# ---- cpu_seq ----
Fig. 1: cpu_seq, metal layers overlaid
Only two layers are drawn.
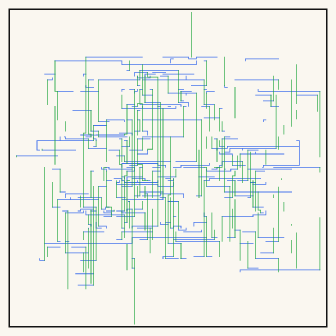

`src/rtl/cpu_pkg.sv`:
```
// Shared definitions for the instruction sequencer: opcodes, FSM states and
// the bundle of registered sequencer outputs.
package cpu_pkg;

   localparam logic [4:0] OP_ADD   = 5'b00000;
   localparam logic [4:0] OP_SUB   = 5'b00001;
   localparam logic [4:0] OP_AND   = 5'b00010;
   localparam logic [4:0] OP_OR    = 5'b00011;
   localparam logic [4:0] OP_LOAD  = 5'b01000;
   localparam logic [4:0] OP_STORE = 5'b01001;
   localparam logic [4:0] OP_JMP   = 5'b01100;
   localparam logic [4:0] OP_BZ    = 5'b01101;
   localparam logic [4:0] OP_NOP   = 5'b11110;
   localparam logic [4:0] OP_HLT   = 5'b11111;

   typedef enum logic [2:0] {
      S_IDLE,
      S_FETCH,
      S_DECODE,
      S_EXEC,
      S_MEM,
      S_WB,
      S_HALT
   } state_t;

   typedef struct packed {
      logic t1;
      logic t2;
      logic t3;
      logic t4;
      logic ir_load;
      logic pc_inc;
      logic mem_req;
      logic mem_we;
      logic reg_we;
      logic halted;
      logic bus_err;
   } outs_t;

   function automatic logic [4:0] opcode_of(input logic [15:0] ir);
      return ir[15:11];
   endfunction

endpackage

```
`src/rtl/seq_decode.sv`:
```
// Combinational opcode classifier; anything not recognised falls out with
// every class low and therefore behaves as a NOP.
module seq_decode
   import cpu_pkg::*;
(
   input  logic [4:0] opcode,
   output logic       is_alu,
   output logic       is_load,
   output logic       is_store,
   output logic       is_jmp,
   output logic       is_bz,
   output logic       is_hlt
);

   assign is_alu   = (opcode == OP_ADD) || (opcode == OP_SUB) ||
                     (opcode == OP_AND) || (opcode == OP_OR);
   assign is_load  = (opcode == OP_LOAD);
   assign is_store = (opcode == OP_STORE);
   assign is_jmp   = (opcode == OP_JMP);
   assign is_bz    = (opcode == OP_BZ);
   assign is_hlt   = (opcode == OP_HLT);

endmodule

```
`src/rtl/cpu_seq.sv`:
```
// Instruction sequencer: steps FETCH/DECODE/EXEC/MEM/WB, raises the beat and
// datapath strobes, and halts on HLT or on a memory that never answers.
module cpu_seq
   import cpu_pkg::*;
#(
   parameter int MEM_TIMEOUT = 15
)(
   input  logic        clk,
   input  logic        rst_n,
   input  logic        run,
   input  logic        step,
   input  logic [15:0] ir,
   input  logic        zf,
   input  logic        mem_ack,
   output logic        T1,
   output logic        T2,
   output logic        T3,
   output logic        T4,
   output logic        ir_load,
   output logic        pc_inc,
   output logic        pc_load,
   output logic        mem_req,
   output logic        mem_we,
   output logic        reg_we,
   output logic        halted,
   output logic        bus_err
);

   localparam int CW = $clog2(MEM_TIMEOUT + 1);
   localparam logic [CW-1:0] WAIT_LAST = CW'(MEM_TIMEOUT - 1);

   state_t        state, state_nxt;
   logic [CW-1:0] wait_cnt, wait_nxt;
   outs_t         o, o_nxt;
   logic          ready;
   logic          waiting;
   logic          is_alu, is_load, is_store, is_jmp, is_bz, is_hlt;
   logic          unused_ir_fields;

   assign unused_ir_fields = ^ir[10:0];

   seq_decode u_decode (
      .opcode   (opcode_of(ir)),
      .is_alu   (is_alu),
      .is_load  (is_load),
      .is_store (is_store),
      .is_jmp   (is_jmp),
      .is_bz    (is_bz),
      .is_hlt   (is_hlt)
   );

   // Next state plus the output values for the next cycle; outputs are then
   // registered so each beat lines up exactly with its state.
   always_comb begin
      state_nxt      = state;
      wait_nxt       = '0;
      waiting        = 1'b0;
      o_nxt          = '0;
      o_nxt.halted   = o.halted;
      o_nxt.bus_err  = o.bus_err;

      unique case (state)
         S_IDLE:   if (ready && (run || step)) state_nxt = S_FETCH;
         S_FETCH: begin
            if (mem_ack) begin
               state_nxt     = S_DECODE;
               o_nxt.ir_load = 1'b1;
               o_nxt.pc_inc  = 1'b1;
            end else begin
               waiting = 1'b1;
            end
         end
         S_DECODE: state_nxt = S_EXEC;
         S_EXEC: begin
            if (is_load || is_store) begin
               state_nxt = S_MEM;
            end else if (is_hlt) begin
               state_nxt    = S_HALT;
               o_nxt.halted = 1'b1;
            end else begin
               state_nxt = S_WB;
            end
         end
         S_MEM: begin
            if (mem_ack) state_nxt = S_WB;
            else         waiting   = 1'b1;
         end
         S_WB:     state_nxt = run ? S_FETCH : S_IDLE;
         S_HALT:   state_nxt = S_HALT;
         default:  state_nxt = S_IDLE;
      endcase

      // A stalled bus transaction gives up after MEM_TIMEOUT silent cycles.
      if (waiting) begin
         if (wait_cnt == WAIT_LAST) begin
            state_nxt     = S_HALT;
            o_nxt.bus_err = 1'b1;
         end else begin
            wait_nxt = wait_cnt + CW'(1);
         end
      end

      o_nxt.t1      = (state_nxt == S_FETCH);
      o_nxt.t2      = (state_nxt == S_DECODE);
      o_nxt.t3      = (state_nxt == S_EXEC) || (state_nxt == S_MEM);
      o_nxt.t4      = (state_nxt == S_WB);
      o_nxt.mem_req = (state_nxt == S_FETCH) || (state_nxt == S_MEM);
      o_nxt.mem_we  = (state_nxt == S_MEM) && is_store;
      o_nxt.reg_we  = (state_nxt == S_WB) && (is_alu || is_load);
   end

   // 'ready' holds IDLE for one extra edge after reset release so the first
   // transition never races the deasserting reset.
   always_ff @(posedge clk or negedge rst_n) begin
      if (!rst_n) begin
         state    <= S_IDLE;
         wait_cnt <= '0;
         o        <= '0;
         ready    <= 1'b0;
      end else begin
         ready    <= 1'b1;
         state    <= state_nxt;
         wait_cnt <= wait_nxt;
         o        <= o_nxt;
      end
   end

   // Branch decision uses the zero flag live during EXEC.
   assign pc_load = (state == S_EXEC) && (is_jmp || (is_bz && zf));

   assign T1      = o.t1;
   assign T2      = o.t2;
   assign T3      = o.t3;
   assign T4      = o.t4;
   assign ir_load = o.ir_load;
   assign pc_inc  = o.pc_inc;
   assign mem_req = o.mem_req;
   assign mem_we  = o.mem_we;
   assign reg_we  = o.reg_we;
   assign halted  = o.halted;
   assign bus_err = o.bus_err;

endmodule

```
`config.mk`:
```
export PLATFORM = sky130hd
export DESIGN_NAME = cpu_seq
export DESIGN_NICKNAME = d
export VERILOG_FILES = /design/src/rtl/cpu_pkg.sv /design/src/rtl/seq_decode.sv /design/src/rtl/cpu_seq.sv
export SDC_FILE = /design/constraint.sdc
export NUM_CORES = 1
export LEC_CHECK = 0
export CAP_MARGIN = 15
export CORE_MARGIN = 5
export CORE_UTILIZATION = 43
export DETAILED_ROUTE_END_ITERATION = 6
export PLACE_DENSITY = 0.88
export SYNTH_ARGS = -nofsm -noshare
export SYNTH_HDL_FRONTEND = slang
export SYNTH_SLANG_ARGS = --single-unit
```
`constraint.sdc`:
```
create_clock -name clk -period 2 [get_ports clk]
set_clock_uncertainty 0.1 [all_clocks]
set_input_delay 0.2 -clock clk [delete_from_list [all_inputs] [get_ports clk]]
set_output_delay 0.2 -clock clk [all_outputs]
set_load 0.02 [all_outputs]
```
# ---- id_ex_skid_reg ----
[config.mk]
export PLATFORM = sky130hd
export DESIGN_NAME = id_ex_skid_reg
export DESIGN_NICKNAME = d
export VERILOG_FILES = /design/src/rtl/id_ex_skid_reg_pkg.sv /design/src/rtl/pipe_payload_reg.sv /design/src/rtl/id_ex_skid_reg.sv
export SDC_FILE = /design/constraint.sdc
export NUM_CORES = 1
export LEC_CHECK = 0
export CAP_MARGIN = 25
export CELL_PAD_IN_SITES_DETAIL_PLACEMENT = 1
export CELL_PAD_IN_SITES_GLOBAL_PLACEMENT = 2
export CORE_MARGIN = 8
export CORE_UTILIZATION = 28
export DETAILED_ROUTE_END_ITERATION = 10
export HOLD_SLACK_MARGIN = 0.02
export PLACE_DENSITY = 0.66
export SYNTH_ARGS = -nofsm -noshare
export SYNTH_HDL_FRONTEND = slang
export SYNTH_SLANG_ARGS = --single-unit
[constraint.sdc]
create_clock -name clk -period 12.4 [get_ports clk]
set_input_delay 1.86 -clock clk [delete_from_list [all_inputs] [get_ports clk]]
set_output_delay 1.86 -clock clk [all_outputs]
set_load 0.05 [all_outputs]
[src/rtl/id_ex_skid_reg_pkg.sv]
// rtl/id_ex_skid_reg_pkg.sv - shared pipeline state encoding and default widths
package id_ex_skid_reg_pkg;

  localparam int DEF_DATA_W = 32;
  localparam int DEF_REG_AW = 5;
  localparam int DEF_CMD_W  = 4;
  localparam int DEF_BR_W   = 2;

  // Encoding doubles as the occupancy count.
  typedef enum logic [1:0] {
    ST_EMPTY = 2'd0,
    ST_ONE   = 2'd1,
    ST_FULL  = 2'd2
  } skid_state_e;

endpackage

[src/rtl/pipe_payload_reg.sv]
// rtl/pipe_payload_reg.sv - enable-loaded register holding one pipeline payload
module pipe_payload_reg #(
  parameter int W = 8
) (
  input  logic         clk,
  input  logic         rst,
  input  logic         load,
  input  logic [W-1:0] d,
  output logic [W-1:0] q
);

  always_ff @(posedge clk or posedge rst) begin
    if (rst) begin
      q <= '0;
    end else if (load) begin
      q <= d;
    end
  end

endmodule

[src/rtl/id_ex_skid_reg.sv]
// rtl/id_ex_skid_reg.sv - two-entry ID/EX skid register with flush and bubble gating
module id_ex_skid_reg
  import id_ex_skid_reg_pkg::*;
#(
  parameter int DATA_W = DEF_DATA_W,
  parameter int REG_AW = DEF_REG_AW,
  parameter int CMD_W  = DEF_CMD_W,
  parameter int BR_W   = DEF_BR_W
) (
  input  logic              clk,
  input  logic              rst,
  input  logic              in_valid,
  output logic              in_ready,
  input  logic              flush,
  input  logic [REG_AW-1:0] dest_in,
  input  logic [DATA_W-1:0] readdata1_in,
  input  logic [DATA_W-1:0] readdata2_in,
  input  logic [DATA_W-1:0] Immediate_in,
  input  logic [DATA_W-1:0] data2_in,
  input  logic [DATA_W-1:0] PC_in,
  input  logic              WB_En_in,
  input  logic              MEM_R_En_in,
  input  logic              MEM_W_En_in,
  input  logic [BR_W-1:0]   BR_Type_in,
  input  logic [CMD_W-1:0]  EXE_Cmd_in,
  output logic              out_valid,
  input  logic              out_ready,
  output logic [REG_AW-1:0] dest,
  output logic [DATA_W-1:0] readdata1,
  output logic [DATA_W-1:0] readdata2,
  output logic [DATA_W-1:0] Immediate,
  output logic [DATA_W-1:0] data2,
  output logic [DATA_W-1:0] PC,
  output logic              WB_En,
  output logic              MEM_R_En,
  output logic              MEM_W_En,
  output logic [BR_W-1:0]   BR_Type,
  output logic [CMD_W-1:0]  EXE_Cmd,
  output logic [1:0]        occupancy
);

  localparam int PAY_W = REG_AW + 5 * DATA_W + 3 + BR_W + CMD_W;

  skid_state_e      state_q, state_d;
  logic [PAY_W-1:0] in_pay, main_d, main_q, skid_q;
  logic             main_ld, skid_ld, main_from_skid;
  logic             in_fire, out_fire;
  logic             wb_q, mr_q, mw_q;
  logic [BR_W-1:0]  br_q;
  logic [CMD_W-1:0] cmd_q;

  assign in_pay = {dest_in, readdata1_in, readdata2_in, Immediate_in, data2_in, PC_in,
                   WB_En_in, MEM_R_En_in, MEM_W_En_in, BR_Type_in, EXE_Cmd_in};

  assign in_ready  = (state_q != ST_FULL);
  assign out_valid = (state_q != ST_EMPTY);
  assign occupancy = state_q;
  assign in_fire   = in_valid & in_ready;
  assign out_fire  = out_valid & out_ready;

  always_ff @(posedge clk or posedge rst) begin
    if (rst) begin
      state_q <= ST_EMPTY;
    end else begin
      state_q <= state_d;
    end
  end

  always_comb begin
    state_d        = state_q;
    main_ld        = 1'b0;
    skid_ld        = 1'b0;
    main_from_skid = 1'b0;
    if (flush) begin
      state_d = ST_EMPTY;
    end else begin
      case (state_q)
        ST_EMPTY: begin
          if (in_fire) begin
            state_d = ST_ONE;
            main_ld = 1'b1;
          end
        end
        ST_ONE: begin
          if (in_fire && out_fire) begin
            main_ld = 1'b1;
          end else if (in_fire) begin
            state_d = ST_FULL;
            skid_ld = 1'b1;
          end else if (out_fire) begin
            state_d = ST_EMPTY;
          end
        end
        ST_FULL: begin
          if (out_fire) begin
            state_d        = ST_ONE;
            main_ld        = 1'b1;
            main_from_skid = 1'b1;
          end
        end
        default: state_d = ST_EMPTY;
      endcase
    end
  end

  assign main_d = main_from_skid ? skid_q : in_pay;

  pipe_payload_reg #(.W(PAY_W)) u_main (
    .clk  (clk),
    .rst  (rst),
    .load (main_ld),
    .d    (main_d),
    .q    (main_q)
  );

  pipe_payload_reg #(.W(PAY_W)) u_skid (
    .clk  (clk),
    .rst  (rst),
    .load (skid_ld),
    .d    (in_pay),
    .q    (skid_q)
  );

  assign {dest, readdata1, readdata2, Immediate, data2, PC, wb_q, mr_q, mw_q, br_q, cmd_q} = main_q;

  // Control fields become a bubble when nothing is valid; data fields keep the last main value.
  assign WB_En    = wb_q & out_valid;
  assign MEM_R_En = mr_q & out_valid;
  assign MEM_W_En = mw_q & out_valid;
  assign BR_Type  = out_valid ? br_q : '0;
  assign EXE_Cmd  = out_valid ? cmd_q : '0;

endmodule

# ---- int_ctrl_flat ----
[config.mk]
export PLATFORM = sky130hd
export DESIGN_NAME = int_ctrl_flat
export DESIGN_NICKNAME = d
export VERILOG_FILES = /design/src/rtl/int_ctrl_pkg.sv /design/src/rtl/int_ctrl_if.sv /design/src/rtl/int_prio_enc.sv /design/src/rtl/int_ctrl.sv /design/src/flat_wrapper.sv
export SDC_FILE = /design/constraint.sdc
export NUM_CORES = 1
export LEC_CHECK = 0
export CAP_MARGIN = 10
export CORE_UTILIZATION = 37
export CTS_BUF_LIST = sky130_fd_sc_hd__clkbuf_16
export DETAILED_ROUTE_END_ITERATION = 8
export GPL_TIMING_DRIVEN = 0
export PLACE_DENSITY = 0.78
export SETUP_SLACK_MARGIN = 0.02
export SLEW_MARGIN = 20
export SYNTH_ARGS = -nofsm -noshare
export SYNTH_HDL_FRONTEND = slang
export SYNTH_SLANG_ARGS = --single-unit
[constraint.sdc]
create_clock -name clk -period 1.65 [get_ports clk]
set_clock_uncertainty 0.05 [all_clocks]
set_input_delay 0.165 -clock clk [delete_from_list [all_inputs] [get_ports clk]]
set_output_delay 0.165 -clock clk [all_outputs]
set_load 0.01 [all_outputs]
[src/rtl/int_ctrl_pkg.sv]
// Shared definitions for the interrupt controller: register map, FSM states,
// bus widths and the "nothing to claim" read value.
package int_ctrl_pkg;

    localparam int unsigned ADDR_W = 2;
    localparam int unsigned DATA_W = 32;

    localparam logic [ADDR_W-1:0] REG_PEND  = 2'd0;
    localparam logic [ADDR_W-1:0] REG_MASK  = 2'd1;
    localparam logic [ADDR_W-1:0] REG_CLAIM = 2'd2;
    localparam logic [ADDR_W-1:0] REG_EOI   = 2'd3;

    localparam logic [DATA_W-1:0] NO_IRQ = 32'hFFFF_FFFF;

    typedef enum logic [1:0] {
        IDLE    = 2'd0,
        REQ     = 2'd1,
        SERVICE = 2'd2
    } state_t;

endpackage

[src/rtl/int_ctrl_if.sv]
// Register bus between the CPU (master) and the interrupt controller (slave).
//   sel   : block select
//   we    : write enable, qualified by sel
//   addr  : register index
//   wdata : write data
//   rdata : registered read data, valid the cycle after a read
interface int_ctrl_if;
    import int_ctrl_pkg::*;

    logic              sel;
    logic              we;
    logic [ADDR_W-1:0] addr;
    logic [DATA_W-1:0] wdata;
    logic [DATA_W-1:0] rdata;

    modport master (output sel, output we, output addr, output wdata, input rdata);
    modport slave  (input sel, input we, input addr, input wdata, output rdata);

endinterface

[src/rtl/int_prio_enc.sv]
// Combinational lowest-index-wins priority encoder.
//   vec   : request vector, bit 0 highest priority
//   valid : any bit of vec set
//   id    : index of the lowest set bit (0 when none)
module int_prio_enc #(
    parameter int unsigned N    = 4,
    parameter int unsigned ID_W = 5
) (
    input  logic [N-1:0]    vec,
    output logic            valid,
    output logic [ID_W-1:0] id
);

    // Scan from the top so the lowest set index is the last assignment.
    always_comb begin
        valid = |vec;
        id    = '0;
        for (int i = int'(N) - 1; i >= 0; i--) begin
            if (vec[i]) begin
                id = ID_W'(i);
            end
        end
    end

endmodule

[src/rtl/int_ctrl.sv]
// Memory-mapped interrupt controller: latches rising edges of irq_in as
// pending, masks them, picks the lowest-index active source and drives int0,
// then sequences the CLAIM / EOI handshake with the CPU handler.
//   clk, rst : clock, synchronous active-high reset
//   irq_in   : level requests from peripherals
//   bus      : register bus (PEND, MASK, CLAIM, EOI)
//   int0     : registered interrupt request to the CPU
// ID_W must satisfy 2**ID_W >= N_SRC.
module int_ctrl
    import int_ctrl_pkg::*;
#(
    parameter int unsigned N_SRC = 4,
    parameter int unsigned ID_W  = 5
) (
    input  logic             clk,
    input  logic             rst,
    input  logic [N_SRC-1:0] irq_in,
    int_ctrl_if.slave        bus,
    output logic             int0
);

    state_t            state_q, state_d;
    logic [N_SRC-1:0]  pend_q, mask_q, irq_d_q;
    logic [ID_W-1:0]   cur_id_q;
    logic [DATA_W-1:0] rdata_q;
    logic              int0_q;

    logic [N_SRC-1:0]  act, edge_det, w1c, claim_clr, pend_d;
    logic              act_valid;
    logic [ID_W-1:0]   win_id;
    logic              rd_en, wr_en, claim_rd, eoi_wr, claim_take, int0_d;
    logic [DATA_W-1:0] rd_val;
    logic              unused_wdata;

    assign rd_en    = bus.sel & ~bus.we;
    assign wr_en    = bus.sel & bus.we;
    assign claim_rd = rd_en & (bus.addr == REG_CLAIM);
    assign eoi_wr   = wr_en & (bus.addr == REG_EOI);
    assign act      = pend_q & mask_q;
    assign edge_det = irq_in & ~irq_d_q;

    // Upper write-data bits and EOI data carry no meaning.
    assign unused_wdata = ^bus.wdata;

    int_prio_enc #(
        .N    (N_SRC),
        .ID_W (ID_W)
    ) u_prio (
        .vec   (act),
        .valid (act_valid),
        .id    (win_id)
    );

    // State register.
    always_ff @(posedge clk) begin
        if (rst) begin
            state_q <= IDLE;
        end else begin
            state_q <= state_d;
        end
    end

    // Next state; losing every active source in REQ takes priority over a claim.
    always_comb begin
        state_d = state_q;
        unique case (state_q)
            IDLE:    if (act_valid) state_d = REQ;
            REQ: begin
                if (!act_valid)    state_d = IDLE;
                else if (claim_rd) state_d = SERVICE;
            end
            SERVICE: if (eoi_wr) state_d = IDLE;
            default: state_d = IDLE;
        endcase
    end

    // Claim side effects, pending update, int0 and read mux.
    always_comb begin
        claim_take = claim_rd & (state_q == REQ) & act_valid;
        claim_clr  = claim_take ? (N_SRC'(1) << win_id) : '0;
        w1c        = (wr_en && (bus.addr == REG_PEND)) ? bus.wdata[N_SRC-1:0] : '0;
        // A fresh edge beats both W1C and the claim clear on the same bit.
        pend_d     = (pend_q & ~w1c & ~claim_clr) | edge_det;
        int0_d     = (state_d == REQ);
        rd_val     = '0;
        unique case (bus.addr)
            REG_PEND:  rd_val = DATA_W'(pend_q);
            REG_MASK:  rd_val = DATA_W'(mask_q);
            REG_CLAIM: rd_val = claim_take ? DATA_W'(win_id) : NO_IRQ;
            // EOI is write-only; a read shows the id currently in service.
            REG_EOI:   rd_val = DATA_W'(cur_id_q);
            default:   rd_val = '0;
        endcase
    end

    // Datapath registers.
    always_ff @(posedge clk) begin
        if (rst) begin
            pend_q   <= '0;
            mask_q   <= '0;
            irq_d_q  <= '0;
            cur_id_q <= '0;
            int0_q   <= 1'b0;
            rdata_q  <= '0;
        end else begin
            irq_d_q <= irq_in;
            pend_q  <= pend_d;
            int0_q  <= int0_d;
            if (wr_en && (bus.addr == REG_MASK)) begin
                mask_q <= bus.wdata[N_SRC-1:0];
            end
            if (claim_take) begin
                cur_id_q <= win_id;
            end
            if (rd_en) begin
                rdata_q <= rd_val;
            end
        end
    end

    assign bus.rdata = rdata_q;
    assign int0      = int0_q;

endmodule

[src/flat_wrapper.sv]
// flat-port wrapper written by rule: the top's interface ports become plain ports
module int_ctrl_flat import int_ctrl_pkg::*;
#(
    parameter int unsigned N_SRC = 4,
    parameter int unsigned ID_W  = 5
)
  (clk, rst, irq_in, int0, bus_sel, bus_we, bus_addr, bus_wdata, bus_rdata);
  int_ctrl_if bus_i ();
  input  logic clk;
  input  logic rst;
  input  logic [N_SRC-1:0] irq_in;
  output logic int0;
  input wire logic [$bits(bus_i.sel)-1:0] bus_sel;
  input wire logic [$bits(bus_i.we)-1:0] bus_we;
  input wire logic [$bits(bus_i.addr)-1:0] bus_addr;
  input wire logic [$bits(bus_i.wdata)-1:0] bus_wdata;
  output wire logic [$bits(bus_i.rdata)-1:0] bus_rdata;
  assign bus_i.sel = bus_sel;
  assign bus_i.we = bus_we;
  assign bus_i.addr = bus_addr;
  assign bus_i.wdata = bus_wdata;
  assign bus_rdata = bus_i.rdata;
  int_ctrl #(.N_SRC(N_SRC), .ID_W(ID_W)) u_core (.clk(clk), .rst(rst), .irq_in(irq_in), .bus(bus_i), .int0(int0));
endmodule
# ---- drlp_rd_gearbox_flat ----
===== config.mk =====
export PLATFORM = sky130hd
export DESIGN_NAME = drlp_rd_gearbox_flat
export DESIGN_NICKNAME = d
export VERILOG_FILES = /design/src/rtl/drlp_rd_gearbox_if.sv /design/src/rtl/drlp_rd_gearbox.sv /design/src/flat_wrapper.sv
export SDC_FILE = /design/constraint.sdc
export NUM_CORES = 1
export LEC_CHECK = 0
export CAP_MARGIN = 0
export CORE_MARGIN = 1.5
export CORE_UTILIZATION = 52
export CTS_CLUSTER_DIAMETER = 120
export DETAILED_ROUTE_END_ITERATION = 16
export PLACE_DENSITY_LB_ADDON = 0.15
export SYNTH_ARGS = -nofsm -noshare
export SYNTH_HDL_FRONTEND = slang
export SYNTH_SLANG_ARGS = --single-unit

===== constraint.sdc =====
create_clock -name i_clk -period 4.7 [get_ports i_clk]
set_clock_uncertainty 0.15 [all_clocks]
set_input_delay 0.705 -clock i_clk [delete_from_list [all_inputs] [get_ports i_clk]]
set_output_delay 0.705 -clock i_clk [all_outputs]
set_load 0.03 [all_outputs]

===== src/rtl/drlp_rd_gearbox_if.sv =====
// DMA read request/return and packed output stream of the DRLP read gearbox.
// master = gearbox side, slave = DMA/consumer side.
interface drlp_rd_gearbox_if #(
    parameter int ADDR_W = 32,
    parameter int IN_W   = 32,
    parameter int OUT_W  = 48
);
    logic              o_dma_rd_en;
    logic [ADDR_W-1:0] o_dma_rd_addr;
    logic              i_dma_valid;
    logic [IN_W-1:0]   i_dma_data;
    logic [OUT_W-1:0]  o_buf_data;
    logic              o_buf_valid;
    logic              i_buf_ready;

    modport master (
        output o_dma_rd_en, o_dma_rd_addr, o_buf_data, o_buf_valid,
        input  i_dma_valid, i_dma_data, i_buf_ready
    );

    modport slave (
        input  o_dma_rd_en, o_dma_rd_addr, o_buf_data, o_buf_valid,
        output i_dma_valid, i_dma_data, i_buf_ready
    );
endinterface


===== src/rtl/drlp_rd_gearbox.sv =====
// DMA read engine with credit-limited return FIFO and element gearbox for the DRLP PE array.
// state | meaning
// IDLE  | waiting for i_start
// RUN   | issuing reads, absorbing returns, emitting packed words
// DRAIN | all returns popped; emitting leftovers and zero-padded flush
// DONE  | one-cycle completion pulse
module drlp_rd_gearbox #(
    parameter int IN_W       = 32,
    parameter int OUT_W      = 48,
    parameter int ELEM_W     = 8,
    parameter int ADDR_W     = 32,
    parameter int LEN_W      = 16,
    parameter int FIFO_DEPTH = 4
) (
    input  logic                               i_clk,
    input  logic                               i_rst_n,
    input  logic                               i_start,
    input  logic [ADDR_W-1:0]                  i_base_addr,
    input  logic [LEN_W-1:0]                   i_len,
    input  logic [$clog2(OUT_W/ELEM_W):0]      i_out_elems,
    drlp_rd_gearbox_if.master                  bus,
    output logic                               o_busy,
    output logic                               o_done
);
    localparam int E_IN   = IN_W / ELEM_W;
    localparam int E_OUT  = OUT_W / ELEM_W;
    localparam int CAP    = E_IN + E_OUT;
    localparam int ACC_W  = CAP * ELEM_W;
    localparam int CNT_W  = $clog2(CAP + 1);
    localparam int SH_W   = $clog2(ACC_W + 1);
    localparam int NE_W   = $clog2(E_OUT) + 1;
    localparam int PTR_W  = $clog2(FIFO_DEPTH);
    localparam int FCNT_W = PTR_W + 1;
    localparam int CR_W   = $clog2(FIFO_DEPTH + 1);

    typedef enum logic [1:0] {S_IDLE, S_RUN, S_DRAIN, S_DONE} state_t;

    state_t             state, state_nx;
    logic [ADDR_W-1:0]  addr;
    logic [LEN_W-1:0]   remaining;
    logic [CR_W-1:0]    credits;
    logic [CNT_W-1:0]   n_elems;
    logic [IN_W-1:0]    fifo_mem [FIFO_DEPTH];
    logic [PTR_W-1:0]   wptr, rptr;
    logic [FCNT_W-1:0]  fcnt;
    logic [ACC_W-1:0]   acc, acc_nx, acc_sh, emit_word;
    logic [CNT_W-1:0]   acc_cnt, cnt_nx, cnt_sh, take;
    logic [SH_W-1:0]    take_bits;
    logic [OUT_W-1:0]   out_data;
    logic               out_valid;
    logic               req, push, pop, fifo_full, fifo_empty, flush, emit;
    logic [CNT_W-1:0]   n_clamp;

    assign req        = (state == S_RUN) && (remaining != '0) && (credits != '0);
    assign push       = bus.i_dma_valid;
    assign fifo_full  = (fcnt == FCNT_W'(FIFO_DEPTH));
    assign fifo_empty = (fcnt == '0);
    // Room check uses the pre-emit count so pop never depends on the output side.
    assign pop        = !fifo_empty && (acc_cnt <= CNT_W'(CAP - E_IN));
    assign flush      = (state == S_DRAIN) && (acc_cnt != '0) && (acc_cnt < n_elems);
    assign emit       = (!out_valid || bus.i_buf_ready) && ((acc_cnt >= n_elems) || flush);
    assign n_clamp    = ((i_out_elems == '0) || (i_out_elems > NE_W'(E_OUT)))
                        ? CNT_W'(E_OUT) : CNT_W'(i_out_elems);

    always_comb begin
        take      = '0;
        if (emit) take = flush ? acc_cnt : n_elems;
        take_bits = SH_W'(take) * SH_W'(ELEM_W);
        cnt_sh    = acc_cnt - take;
        acc_sh    = acc >> take_bits;
        emit_word = acc & ~({ACC_W{1'b1}} << take_bits);
        acc_nx    = acc_sh;
        cnt_nx    = cnt_sh;
        if (pop) begin
            acc_nx = acc_sh | (ACC_W'(fifo_mem[rptr]) << (SH_W'(cnt_sh) * SH_W'(ELEM_W)));
            cnt_nx = cnt_sh + CNT_W'(E_IN);
        end
    end

    always_comb begin
        state_nx = state;
        case (state)
            S_IDLE:  if (i_start) state_nx = (i_len != '0) ? S_RUN : S_DONE;
            S_RUN:   if ((remaining == '0) && (credits == CR_W'(FIFO_DEPTH))) state_nx = S_DRAIN;
            S_DRAIN: if ((acc_cnt == '0) && !out_valid) state_nx = S_DONE;
            S_DONE:  state_nx = S_IDLE;
            default: state_nx = S_IDLE;
        endcase
    end

    always_ff @(posedge i_clk or negedge i_rst_n) begin
        if (!i_rst_n) begin
            state     <= S_IDLE;
            addr      <= '0;
            remaining <= '0;
            credits   <= CR_W'(FIFO_DEPTH);
            n_elems   <= CNT_W'(E_OUT);
            wptr      <= '0;
            rptr      <= '0;
            fcnt      <= '0;
            acc       <= '0;
            acc_cnt   <= '0;
            out_data  <= '0;
            out_valid <= 1'b0;
        end else begin
            state <= state_nx;
            if ((state == S_IDLE) && i_start) begin
                addr      <= i_base_addr;
                remaining <= i_len;
                n_elems   <= n_clamp;
            end else if (req) begin
                addr      <= addr + ADDR_W'(1);
                remaining <= remaining - LEN_W'(1);
            end
            case ({req, pop})
                2'b10:   credits <= credits - CR_W'(1);
                2'b01:   credits <= credits + CR_W'(1);
                default: credits <= credits;
            endcase
            if (push) wptr <= wptr + PTR_W'(1);
            if (pop)  rptr <= rptr + PTR_W'(1);
            case ({push, pop})
                2'b10:   fcnt <= fcnt + FCNT_W'(1);
                2'b01:   fcnt <= fcnt - FCNT_W'(1);
                default: fcnt <= fcnt;
            endcase
            acc     <= acc_nx;
            acc_cnt <= cnt_nx;
            if (emit) begin
                out_data  <= emit_word[OUT_W-1:0];
                out_valid <= 1'b1;
            end else if (bus.i_buf_ready) begin
                out_valid <= 1'b0;
            end
        end
    end

    always_ff @(posedge i_clk) begin
        if (push) fifo_mem[wptr] <= bus.i_dma_data;
    end

    // Credits bound outstanding reads to FIFO_DEPTH, so a full FIFO can never see a push.
    a_no_overflow: assert property (@(posedge i_clk) disable iff (!i_rst_n) !(push && fifo_full));

    assign bus.o_dma_rd_en   = req;
    assign bus.o_dma_rd_addr = addr;
    assign bus.o_buf_data    = out_data;
    assign bus.o_buf_valid   = out_valid;
    assign o_busy            = (state != S_IDLE);
    assign o_done            = (state == S_DONE);
endmodule


===== src/flat_wrapper.sv =====
// flat-port wrapper written by rule: the top's interface ports become plain ports
module drlp_rd_gearbox_flat 
#(
    parameter int IN_W       = 32,
    parameter int OUT_W      = 48,
    parameter int ELEM_W     = 8,
    parameter int ADDR_W     = 32,
    parameter int LEN_W      = 16,
    parameter int FIFO_DEPTH = 4
)
  (i_clk, i_rst_n, i_start, i_base_addr, i_len, i_out_elems, o_busy, o_done, bus_o_dma_rd_en, bus_o_dma_rd_addr, bus_o_buf_data, bus_o_buf_valid, bus_i_dma_valid, bus_i_dma_data, bus_i_buf_ready);
  drlp_rd_gearbox_if #(.ADDR_W(ADDR_W), .IN_W(IN_W), .OUT_W(OUT_W)) bus_i ();
  input  logic i_clk;
  input  logic i_rst_n;
  input  logic i_start;
  input  logic [ADDR_W-1:0] i_base_addr;
  input  logic [LEN_W-1:0] i_len;
  input  logic [$clog2(OUT_W/ELEM_W):0] i_out_elems;
  output logic o_busy;
  output logic o_done;
  output wire logic [$bits(bus_i.o_dma_rd_en)-1:0] bus_o_dma_rd_en;
  output wire logic [$bits(bus_i.o_dma_rd_addr)-1:0] bus_o_dma_rd_addr;
  output wire logic [$bits(bus_i.o_buf_data)-1:0] bus_o_buf_data;
  output wire logic [$bits(bus_i.o_buf_valid)-1:0] bus_o_buf_valid;
  input wire logic [$bits(bus_i.i_dma_valid)-1:0] bus_i_dma_valid;
  input wire logic [$bits(bus_i.i_dma_data)-1:0] bus_i_dma_data;
  input wire logic [$bits(bus_i.i_buf_ready)-1:0] bus_i_buf_ready;
  assign bus_o_dma_rd_en = bus_i.o_dma_rd_en;
  assign bus_o_dma_rd_addr = bus_i.o_dma_rd_addr;
  assign bus_o_buf_data = bus_i.o_buf_data;
  assign bus_o_buf_valid = bus_i.o_buf_valid;
  assign bus_i.i_dma_valid = bus_i_dma_valid;
  assign bus_i.i_dma_data = bus_i_dma_data;
  assign bus_i.i_buf_ready = bus_i_buf_ready;
  drlp_rd_gearbox #(.IN_W(IN_W), .OUT_W(OUT_W), .ELEM_W(ELEM_W), .ADDR_W(ADDR_W), .LEN_W(LEN_W), .FIFO_DEPTH(FIFO_DEPTH)) u_core (.i_clk(i_clk), .i_rst_n(i_rst_n), .i_start(i_start), .i_base_addr(i_base_addr), .i_len(i_len), .i_out_elems(i_out_elems), .bus(bus_i), .o_busy(o_busy), .o_done(o_done));
endmodule

Fig. 2: cpu_seq, port wiring
The bar under the picture is 20 µm long.
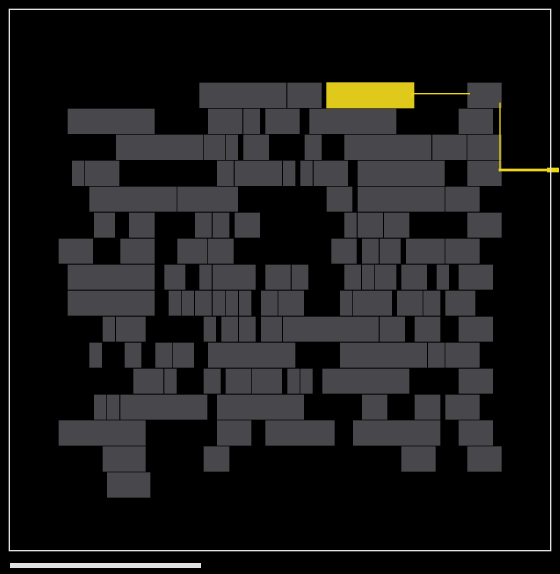
Key: yellow = `T3` [bits 1, direction output, edge east, end cells 1, wire 18.1 µm]
quantity of I/O buffers inserted on ports: 22
IO Pins: 34

Notes on Fig. 1 above:
Key: green = met2 [wire length 912 µm]; blue = met1 [wire length 760 µm]

==> CHANGELOG.md, cpu_seq <==
### Changed

- Final cell count without fillers: roughly 150
- Maximum root-to-sink buffer count: 2
- Gate power share: roughly 50%
- Worst Path Arrival: about 1600 ps
- Yosys Warn Count: 0
- NumNets Final: roughly 150
- Chip Width: ~57 µm
- Stage-log warning count: 38
- Family of cells with the greatest summed delay on the critical path: buffers and inverters
- Most frequent cells after synthesis: sky130_fd_sc_hd__dfrtp_1, sky130_fd_sc_hd__nor2_1, sky130_fd_sc_hd__o21ai_0
- Result of the run: complete, no violations
- Share of synthesized cell area in full adder, half adder and majority cells: 2.688%
- Floorplan-stage core utilization: 46.04%
- Total power after layout: between 1 and 1.5 mW
- Slowest-stage cell, CP: sky130_fd_sc_hd__clkdlybuf4s50_1
- Number of flip-flops and latches: 18
- Synth top cell by count: sky130_fd_sc_hd__dfrtp_1
- First-pass GRT wire length: about 3400 µm
- Worst Reg-to-Reg Cells: 6
- Worst setup timing slack at the placement stage: -168.4 ps
- Area of all sequential standard cells: about 450 µm²
- Net Sw Frac: between 30% and 40%
- WHS: around 130 ps
- Cell row count: 16
- Congestion Overflow GR: 0
- Share of total power in the clock network: approximately 12%
- Weighted congestion reported at the end of routability-driven placement: between 0.7 and 0.8
- Cell accounting for the most synthesized area: sky130_fd_sc_hd__dfrtp_1
- Fraction of area in registers: around 36%
- Per-instance average area after synthesis: about 11 µm²
==> cpu_seq: placed cells by master (no fill, tap or decap), types with 2 or more instances in the layout <==
cell type and count:
sky130_fd_sc_hd__or2b_2 2, sky130_fd_sc_hd__nor2_1 14, sky130_fd_sc_hd__nand2b_1 3, sky130_fd_sc_hd__nand3_1 4
sky130_fd_sc_hd__clkbuf_4 3, sky130_fd_sc_hd__nand2_1 3, sky130_fd_sc_hd__inv_1 4, sky130_fd_sc_hd__clkdlybuf4s50_1 21
sky130_fd_sc_hd__dfrtp_1 18, sky130_fd_sc_hd__and3_1 2, sky130_fd_sc_hd__a21o_1 2, sky130_fd_sc_hd__o21ai_0 6
sky130_fd_sc_hd__buf_4 11, sky130_fd_sc_hd__ha_1 2, sky130_fd_sc_hd__nor3_1 2, sky130_fd_sc_hd__a21oi_1 4
==> cpu_seq: registers in the layout, summed over array words and instances (netlist names) <==
signal	flops
reg_we	1
mem_req	1
T4	1
ir_load	1
wait_cnt	4
bus_err	1
T3	1
mem_we	1
halted	1
T2	1
T1	1
ready	1
state	3
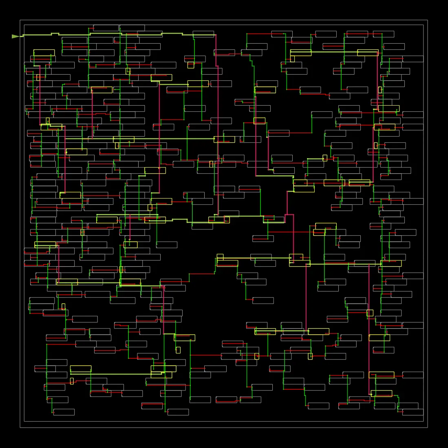
Fig. 3. Clock nets (drlp_rd_gearbox_flat).
number of flip-flops and latches: 325
insertion delay to the later sink of the worst-skew pair: 530 ps

==> CHANGELOG.md, drlp_rd_gearbox_flat <==
### Changed

- Startpoint class of the critical path: flop
- Cts bufs inserted: 36
- Met2 GRT Util: between 40% and 50%
- Worst Reg-to-Reg Cells: 15
- Commonest cells after routing, fill and taps aside: sky130_fd_sc_hd__dfrtp_1, sky130_fd_sc_hd__nand2_1, sky130_fd_sc_hd__clkdlybuf4s50_1
- Multi-input logic area: about 7000 µm²
- Number of hold violations in the final report: 0
- Max Cap Viol: 0
- Layout-stage area growth over the synthesis result: 20.64%
- Internal power summed over all cells: 4.957 mW
- Global-route usage over all layers: approximately 28%
- Worst IR Drop VDD: 0.0003205 V
- Final count of negative-setup-slack endpoints: 0
- Total routed wire length on the met1 layer: slightly above 20000 µm
- Largest net degree at the start of global routing: between 90 and 100
- Hold Crit Class: in -> async
- Capturing element type of the critical path: flop
- Result of the run: complete, no violations
- Number of different library cells in the post-synthesis netlist: 76
- # clock sinks: between 300 and 400
- Critical path buffer and inverter count: 1
- Worst Path Required: between 5000 and 6000 ps
- Post-synthesis share of cell area spent on and, or, nand and nor gates: between 10% and 20%
- Chip Height: approximately 180 µm
- Sequential cell power: ~3.3 mW
- Setup CP Type: reg -> reg
- Cell row count: 64
drlp_rd_gearbox_flat: synth_stat cells (32+ instances only):
cell type,count
sky130_fd_sc_hd__mux4_2,32
sky130_fd_sc_hd__clkbuf_1,55
sky130_fd_sc_hd__a21oi_1,44
sky130_fd_sc_hd__mux2i_1,70
sky130_fd_sc_hd__nor2_1,68
sky130_fd_sc_hd__dfrtp_1,194
sky130_fd_sc_hd__edfxtp_1,128
sky130_fd_sc_hd__nand3_1,44
sky130_fd_sc_hd__a22o_1,57
sky130_fd_sc_hd__o21ai_0,82
sky130_fd_sc_hd__xor2_1,33
sky130_fd_sc_hd__nand2_1,176
sky130_fd_sc_hd__o22ai_1,45
sky130_fd_sc_hd__mux2_2,33
drlp_rd_gearbox_flat: cell type report:
cell class / instances / area share (%)
clock buffer: 42 / 4.859
multi-input combinational: 948 / 35.37
tap: 396 / 2.552
inverter: 33 / 0.6444
clock inverter: 21 / 0.9731
sequential: 325 / 45.22
timing repair buffer: 209 / 10.38
Fig. 4: id_ex_skid_reg, clock nets
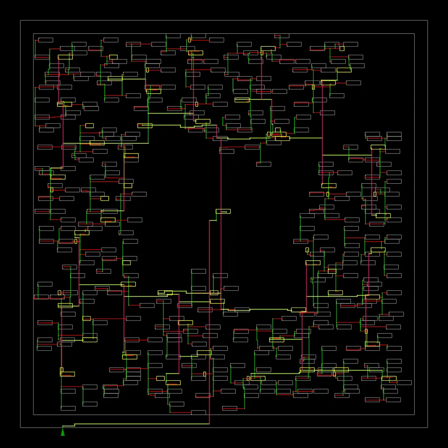
# clock sinks: 350
power consumed by the clock network: 1.16 mW
insertion delay to the later sink of the worst-skew pair: 540 ps

Fig. 5: id_ex_skid_reg, sequential cells grouped by signal name
The bar under the picture is 100 µm long. Other sequential cells in the stronger grey, the rest of the logic in the fainter grey.
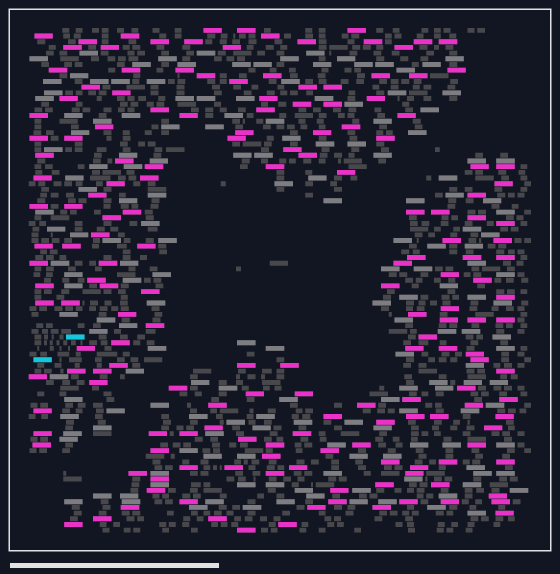
Key: cyan = `occupancy` [flops 2]; magenta = `u_main.q` [flops 174, where spread over the die]
fraction of area in registers: 42.06%
utilization after layout: 35.55%
sequential cell power: 1.56 mW

==> CHANGELOG.md, id_ex_skid_reg <==
### Changed

- Worst Path Required: approximately 13000 ps
- IO Pins: between 300 and 400
- Delay of the slowest cell on the worst path: between 700 and 800 ps
- Slowest-stage cell, CP: sky130_fd_sc_hd__buf_4
- Met1 routing resource usage after global routing: around 14%
- Met3 GRT Util: 4.503%
- Commonest cells after routing, fill and taps aside: sky130_fd_sc_hd__mux2_2, sky130_fd_sc_hd__clkdlybuf4s50_1, sky130_fd_sc_hd__dfrtp_1
- Net switching power: ~1.2 mW
- Clock-pin slew on the worst setup and hold paths: ~50 ps
- Power in combinational cells: between 1 and 1.5 mW
- Fraction of post-synthesis cell area in the top cell type by area: 53.13%
- Worst Path Arrival: ~5500 ps
- Core area: 58570 µm²
- Post-detailed-route via-to-cell ratio: around 4.3
- Via count of the first global-routing pass: approximately 10000
- Worst setup skew after layout: between 10 and 15 ps
- Most common library cell in the layout ignoring fill and taps: sky130_fd_sc_hd__mux2_2
- Sequential power share: about two fifths
- Floorplan die area: 66890 µm²
- Most frequent cells after synthesis: sky130_fd_sc_hd__mux2_2, sky130_fd_sc_hd__dfrtp_1, sky130_fd_sc_hd__buf_4
- Cell accounting for the most synthesized area: sky130_fd_sc_hd__dfrtp_1
- Logic share of the area: between 20% and 30%
- Area-dominant cell class after layout: sequential cells
- Clock Root Buffer: sky130_fd_sc_hd__clkbuf_16
- Final-report max-slew violation count: 0
- Yosys stat cell total: between 1000 and 1500
- Cell row count: around 89
- Result of the run: complete, no violations
id_ex_skid_reg: metrics by stage:
step | hold slack, ps | area (µm²)
after detailed placement | 485.5 | 19490
after global routing | 513.1 | 20820
after floorplan | 471.0 | 16480
after global placement | 480.9 | 19470
final | 496.1 | 20820
after CTS | 497.6 | 20780
id_ex_skid_reg: flip-flops by register name (all words and copies together), names as in the netlist:
name and count:
u_main.q 174, u_skid.q 174, occupancy 2
id_ex_skid_reg: cells by family (layout without fill, tap and decap cells):
kind of cell           after synthesis  in the layout
AND-OR/OR-AND                        5              5
buffers and inverters              224            444
flip-flops                         350            350
multiplexers                       522            522
other                                0              4
AND/OR/NAND/NOR                     23             23
id_ex_skid_reg: worst max-delay path by stage:
stage / endpoint / slack (ps)
6_report: u_main.q[43]$_DFFE_PP0P_ / 7370
5_1_grt: u_main.q[58]$_DFFE_PP0P_ / 7170
4_1_cts: u_main.q[41]$_DFFE_PP0P_ / 7300
3_5_place_dp: u_main.q[33]$_DFFE_PP0P_ / 6710
3_3_place_gp: u_main.q[77]$_DFFE_PP0P_ / 6760
2_1_floorplan: occupancy[0]$_DFFE_PP0P_ / 830
Fig. 6: int_ctrl_flat, sequential cells grouped by signal name
The bar under the picture is 20 µm long. Other sequential cells in the stronger grey, the rest of the logic in the fainter grey.
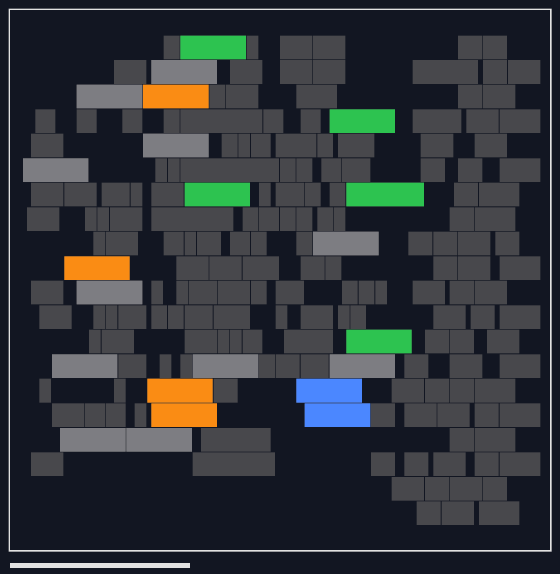
Key: orange = `u_core.pend_q` [flops 4]; green = `u_core.bus.rdata` [flops 5]; blue = `u_core.state_q` [flops 2]

==> CHANGELOG.md, int_ctrl_flat <==
### Changed

- Capturing element of the worst setup path: bus_rdata[25]
- Multiplexer fraction of the synthesized cell area: 5.746%
- Drt drc: 0
- First-pass GRT wire length: 4712 µm
- Level count of the clock H-tree: 1
- Most frequent cells after synthesis: sky130_fd_sc_hd__buf_4, sky130_fd_sc_hd__dfxtp_1, sky130_fd_sc_hd__nand2_1
- Slowest-stage cell, CP: sky130_fd_sc_hd__clkdlybuf4s50_1
- XOR-XNOR Cells, Area Fraction: 0%
- Result of the run: complete, no violations
- Worst Reg-to-Reg Cells: 4
- Post-synthesis sequential element count: 22
- DR vias: around 1200
- Utilization after layout: approximately three fifths
- Number of antenna violations at the first check in global routing: 0
- Proportion of cell area spent on the clock network: under 10%
- Synth top cell by count: sky130_fd_sc_hd__buf_4
- Layout-stage area growth over the synthesis result: 55.34%
- Post-cts gate resize count: 3
- Drt first-iter violations: 35
- AND-OR/OR-AND Cells, Area Fraction: roughly 18%
- Congestion Overflow GR: 0
- Floorplan-stage core utilization: around two fifths
- Maximum root-to-sink buffer count: 2
- Timing startpoint of the critical path: u_core.bus.rdata[30]$_SDFFE_PP0N_
- NumNets Final: roughly 240
- Main flop type: sky130_fd_sc_hd__dfxtp_1
[int_ctrl_flat: stage by stage]
step                TNS (ps)  worst slack, ps
finish                     0            65.81
global route               0            18.14
CTS                        0            32.89
detailed placement     -5933           -214.5
global placement       -2764           -98.53
floorplan                  0            412.1
[int_ctrl_flat: layout by cell type, fill, tap and decap left out, types with 6 or more instances in the layout]
cell,count
sky130_fd_sc_hd__a21oi_1,7
sky130_fd_sc_hd__buf_4,28
sky130_fd_sc_hd__clkdlybuf4s50_1,33
sky130_fd_sc_hd__dfxtp_1,21
sky130_fd_sc_hd__dlymetal6s2s_1,12
sky130_fd_sc_hd__mux2i_1,6
sky130_fd_sc_hd__nand2_1,11
sky130_fd_sc_hd__nor2_1,9
sky130_fd_sc_hd__nor2b_1,8
sky130_fd_sc_hd__o21ai_0,6
[int_ctrl_flat: routing by layer]
layer  vias up  wire length [µm]  track usage (%)
li1        580                 -                -
met1       556              1192            19.87
met2        64              1493            30.79
met3         6               244            3.247
met4         0                57            8.970
met5         -                 0                0
[int_ctrl_flat: cells by family after synthesis]
group,after synthesis
and+or+nand+nor,47
buffers and inverters,36
AOI/OAI and AO/OA,29
DFF,22
muxes,7

# ---- popcount_frame_accumulator ----
Fig. 7: popcount_frame_accumulator, routed metal per tile
11 x 15 tiles, from dark blue (low) to red (high), scaled to the fullest tile. Values are wire area over tile area, all layers added.
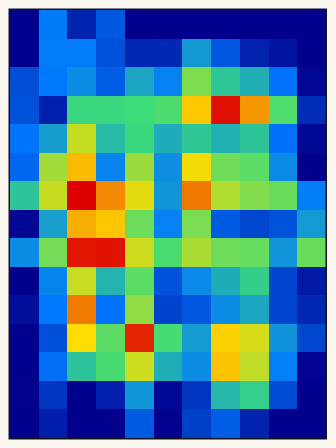
Fig. 8: popcount_frame_accumulator, metal layers overlaid
Only two layers are drawn.
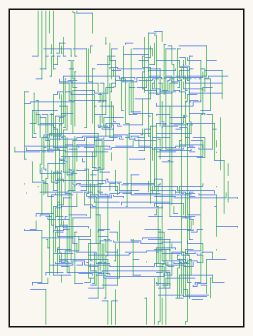
<file path="src/rtl/popcount_frame_accumulator.sv">
// popcount_frame_accumulator
// Registers the popcount of each accepted 7-bit word and sums the counts over
// a frame of up to FRAME_LEN words. The frame total is presented on a
// valid/ready output port.
// Optional feature macro: POPCNT_ACC_SATURATE_EN. When it is defined, the
// accumulator clamps at 2^ACC_W-1 and sets a sticky saturation flag. When it
// is not defined, the accumulator wraps and out_sat is tied to 0.
//
// state | meaning
// ACCUM | accepting words, accumulating registered popcounts
// DRAIN | last word accepted, its popcount is being added
// HOLD  | frame result presented, waiting for out_ready
module popcount_frame_accumulator #(
    parameter int FRAME_LEN = 16,
    parameter int ACC_W     = 8
) (
    input  logic             clk,
    input  logic             rst,
    input  logic             in_valid,
    output logic             in_ready,
    input  logic [6:0]       in_bits,
    input  logic             in_last,
    output logic             out_valid,
    input  logic             out_ready,
    output logic [ACC_W-1:0] out_count,
    output logic [7:0]       out_words,
    output logic             out_sat
);

    typedef enum logic [1:0] {
        ACCUM = 2'd0,
        DRAIN = 2'd1,
        HOLD  = 2'd2
    } state_t;

    state_t             state_q, state_d;
    logic [ACC_W-1:0]   pc_q, pc_d;
    logic               pc_v_q, pc_v_d;
    logic [ACC_W-1:0]   acc_q, acc_d;
    logic [7:0]         word_cnt_q, word_cnt_d;
    logic               out_valid_q, out_valid_d;
    logic [ACC_W-1:0]   out_count_q, out_count_d;
    logic [7:0]         out_words_q, out_words_d;
`ifdef POPCNT_ACC_SATURATE_EN
    logic               sat_q, sat_d;
    logic               out_sat_q, out_sat_d;
    logic [ACC_W:0]     sum;
`endif

    logic               in_hs;
    logic               out_hs;
    logic               last_word;
    logic [2:0]         pc_new;

    // Ones count of the incoming word.
    always_comb begin
        pc_new = 3'd0;
        for (int i = 0; i < 7; i++) begin
            pc_new = pc_new + {2'b00, in_bits[i]};
        end
    end

    assign in_ready  = (state_q == ACCUM) && !rst;
    assign in_hs     = in_valid && in_ready;
    assign out_hs    = out_valid_q && out_ready;
    assign last_word = in_last || (word_cnt_q == 8'(FRAME_LEN - 1));

    // Next-state, pipe stage, accumulator and output register computation.
    always_comb begin
        state_d     = state_q;
        pc_d        = pc_q;
        pc_v_d      = 1'b0;
        acc_d       = acc_q;
        word_cnt_d  = word_cnt_q;
        out_valid_d = out_valid_q;
        out_count_d = out_count_q;
        out_words_d = out_words_q;
`ifdef POPCNT_ACC_SATURATE_EN
        sat_d       = sat_q;
        out_sat_d   = out_sat_q;
        sum         = {1'b0, acc_q} + {1'b0, pc_q};
`endif

        if (in_hs) begin
            pc_d       = ACC_W'(pc_new);
            pc_v_d     = 1'b1;
            word_cnt_d = word_cnt_q + 8'd1;
        end

        if (pc_v_q) begin
`ifdef POPCNT_ACC_SATURATE_EN
            // Once clamped, acc sits at all-ones, so further adds keep it there.
            if (sum[ACC_W]) begin
                acc_d = '1;
                sat_d = 1'b1;
            end else begin
                acc_d = sum[ACC_W-1:0];
            end
`else
            acc_d = acc_q + pc_q;
`endif
        end

        case (state_q)
            ACCUM: begin
                if (in_hs && last_word) begin
                    state_d     = DRAIN;
                    out_words_d = word_cnt_q + 8'd1;
                end
            end
            DRAIN: begin
                // The last word's popcount is in pc_q now; capture the final sum.
                state_d     = HOLD;
                out_valid_d = 1'b1;
                out_count_d = acc_d;
`ifdef POPCNT_ACC_SATURATE_EN
                out_sat_d   = sat_d;
`endif
            end
            HOLD: begin
                if (out_hs) begin
                    state_d     = ACCUM;
                    out_valid_d = 1'b0;
                    acc_d       = '0;
                    word_cnt_d  = 8'd0;
`ifdef POPCNT_ACC_SATURATE_EN
                    sat_d       = 1'b0;
                    out_sat_d   = 1'b0;
`endif
                end
            end
            default: begin
                state_d = ACCUM;
            end
        endcase
    end

    // State and datapath registers with synchronous reset.
    always_ff @(posedge clk) begin
        if (rst) begin
            state_q     <= ACCUM;
            pc_q        <= '0;
            pc_v_q      <= 1'b0;
            acc_q       <= '0;
            word_cnt_q  <= 8'd0;
            out_valid_q <= 1'b0;
            out_count_q <= '0;
            out_words_q <= 8'd0;
`ifdef POPCNT_ACC_SATURATE_EN
            sat_q       <= 1'b0;
            out_sat_q   <= 1'b0;
`endif
        end else begin
            state_q     <= state_d;
            pc_q        <= pc_d;
            pc_v_q      <= pc_v_d;
            acc_q       <= acc_d;
            word_cnt_q  <= word_cnt_d;
            out_valid_q <= out_valid_d;
            out_count_q <= out_count_d;
            out_words_q <= out_words_d;
`ifdef POPCNT_ACC_SATURATE_EN
            sat_q       <= sat_d;
            out_sat_q   <= out_sat_d;
`endif
        end
    end

    assign out_valid = out_valid_q;
    assign out_count = out_count_q;
    assign out_words = out_words_q;
`ifdef POPCNT_ACC_SATURATE_EN
    assign out_sat   = out_sat_q;
`else
    assign out_sat   = 1'b0;
`endif

endmodule

</file>
<file path="config.mk">
export PLATFORM = sky130hd
export DESIGN_NAME = popcount_frame_accumulator
export DESIGN_NICKNAME = d
export VERILOG_FILES = /design/src/rtl/popcount_frame_accumulator.sv
export SDC_FILE = /design/constraint.sdc
export NUM_CORES = 1
export LEC_CHECK = 0
export CAP_MARGIN = 30
export CORE_ASPECT_RATIO = 1.4
export CORE_MARGIN = 3
export CORE_UTILIZATION = 53
export CTS_BUF_LIST = sky130_fd_sc_hd__clkbuf_4 sky130_fd_sc_hd__clkbuf_8
export CTS_CLUSTER_SIZE = 8
export DETAILED_ROUTE_END_ITERATION = 8
export HOLD_SLACK_MARGIN = 0.08
export PLACE_DENSITY_LB_ADDON = 0.08
export SLEW_MARGIN = 25
export SYNTH_ARGS = -nofsm -noshare
export SYNTH_HDL_FRONTEND = slang
export SYNTH_SLANG_ARGS = --single-unit
export TNS_END_PERCENT = 100
</file>
<file path="constraint.sdc">
create_clock -name clk -period 6.8 [get_ports clk]
set_input_delay 1.36 -clock clk [delete_from_list [all_inputs] [get_ports clk]]
set_output_delay 1.36 -clock clk [all_outputs]
set_load 0.02 [all_outputs]
</file>
==> CHANGELOG.md <==
### Changed

- Number of antenna violations at the first check in global routing: 0
- Capturing element type of the critical path: output port
- Main flop type: sky130_fd_sc_hd__dfxtp_1
- Tightest slew margin relative to the limit: 44.29%
- Minimum clock period after layout: 4505 ps
- Number of instances in the synthesized netlist: around 200
- Sequential power share: 48.8%
- Detail Route met2 WL: around 2000 µm
- Total negative slack for setup checks: 0 ps
- XOR-XNOR Cells, Area Fraction: around 8.3%
- Detail Placement HPWL: approximately 2700 µm
- Net Sw Frac: about a quarter
- Floorplan die area: just over 4000 µm²
- Proportion of synthesized flip-flops having asynchronous set or reset: 0%
- Drt first-iter violations: 26
- Family of cells with the greatest summed delay on the critical path: buffers and inverters
- Clock Root Buffer: sky130_fd_sc_hd__clkbuf_8
- Hold buffer count at CTS: 0
- Gate power share: 12.7%
- Post-synthesis sequential element count: 39
- Quantity of I/O buffers inserted on ports: 29
- Internal power summed over all cells: about 0.38 mW
- Result of the run: complete, no violations
- Number of non-clock inverters: 15
- Cell count along the critical path: 3
- Number of different library cells in the post-synthesis netlist: 36
- Biggest fanout along the worst timing path: 24
- Setup repair bufs after CTS: 0
- Worst IR Drop VDD: 0.0002100 V
- Critical register-to-register path startpoint: state_q[1]$_SDFFE_PP0P_
## Picture notes: Fig. 7
The fullest tile reaches 0.42. The mean over all tiles is 0.14. 17% of the tiles are nearly empty. 30% of the tiles are over half the peak.

## Picture notes: Fig. 8
Key: blue = met1 [wire length 1490 µm]; green = met2 [wire length 2000 µm]
routed length per placed instance: 14.22 µm
total wire length: 3711 µm
global-route usage over all layers: 19.03%
DR vias: 1403

-- cells by family (layout without fill, tap and decap cells) --
logic type,count (synthesis),count (layout)
buf+inv,26,52
flops,39,39
mux,3,3
compound gates,36,36
xor+xnor,17,17
fa+ha+maj,9,9
simple gates,65,65
other cells,1,1
-- power groups by stage --
stage / registers [mW] / logic, mW / clock network (mW)
final: 0.243 / 0.0633 / 0.192
after global routing: 0.245 / 0.0695 / 0.205
after detailed placement: 0.249 / 0.0636 / 0
after floorplan: 0.252 / 0.0358 / 0
after global placement: 0.248 / 0.0600 / 0
after CTS: 0.243 / 0.0640 / 0.195
-- metrics by stage --
stage / cells / hold slack [ps] / worst slack, ps / instance area (µm²)
6_report: 261 / 476.7 / 2295 / 2193
4_1_cts: 261 / 473.0 / 2310 / 2191
2_1_floorplan: 196 / 440.6 / 3227 / 1803
3_5_place_dp: 253 / 461.9 / 2313 / 2078
3_3_place_gp: 253 / 448.7 / 2355 / 2078
5_1_grt: 261 / 515.6 / 2199 / 2193
-- tightest hold or removal path, delay by kind of cell (launching register included) --
family           cells  cell delay, ps
AND/OR/NAND/NOR      1              50
flip-flops           1             330
AND-OR/OR-AND        1              50


## Gallery

Metal layers overlaid.
Only two layers are drawn.
(a)
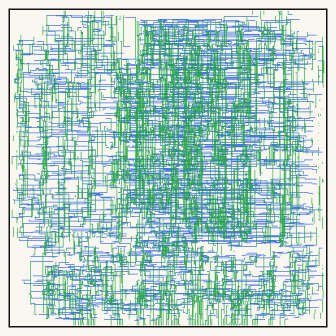
(b)
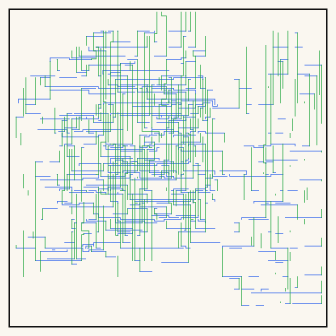
(c)
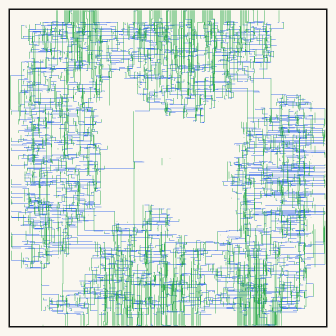
(c) comes from id_ex_skid_reg.
(a) comes from drlp_rd_gearbox_flat.
(b) comes from int_ctrl_flat.
Of these, least wire: (b)

Key to (b):
Key: blue = met1 [wire length 1190 µm]; green = met2 [wire length 1490 µm]

Power and IR drop assume default switching activity.
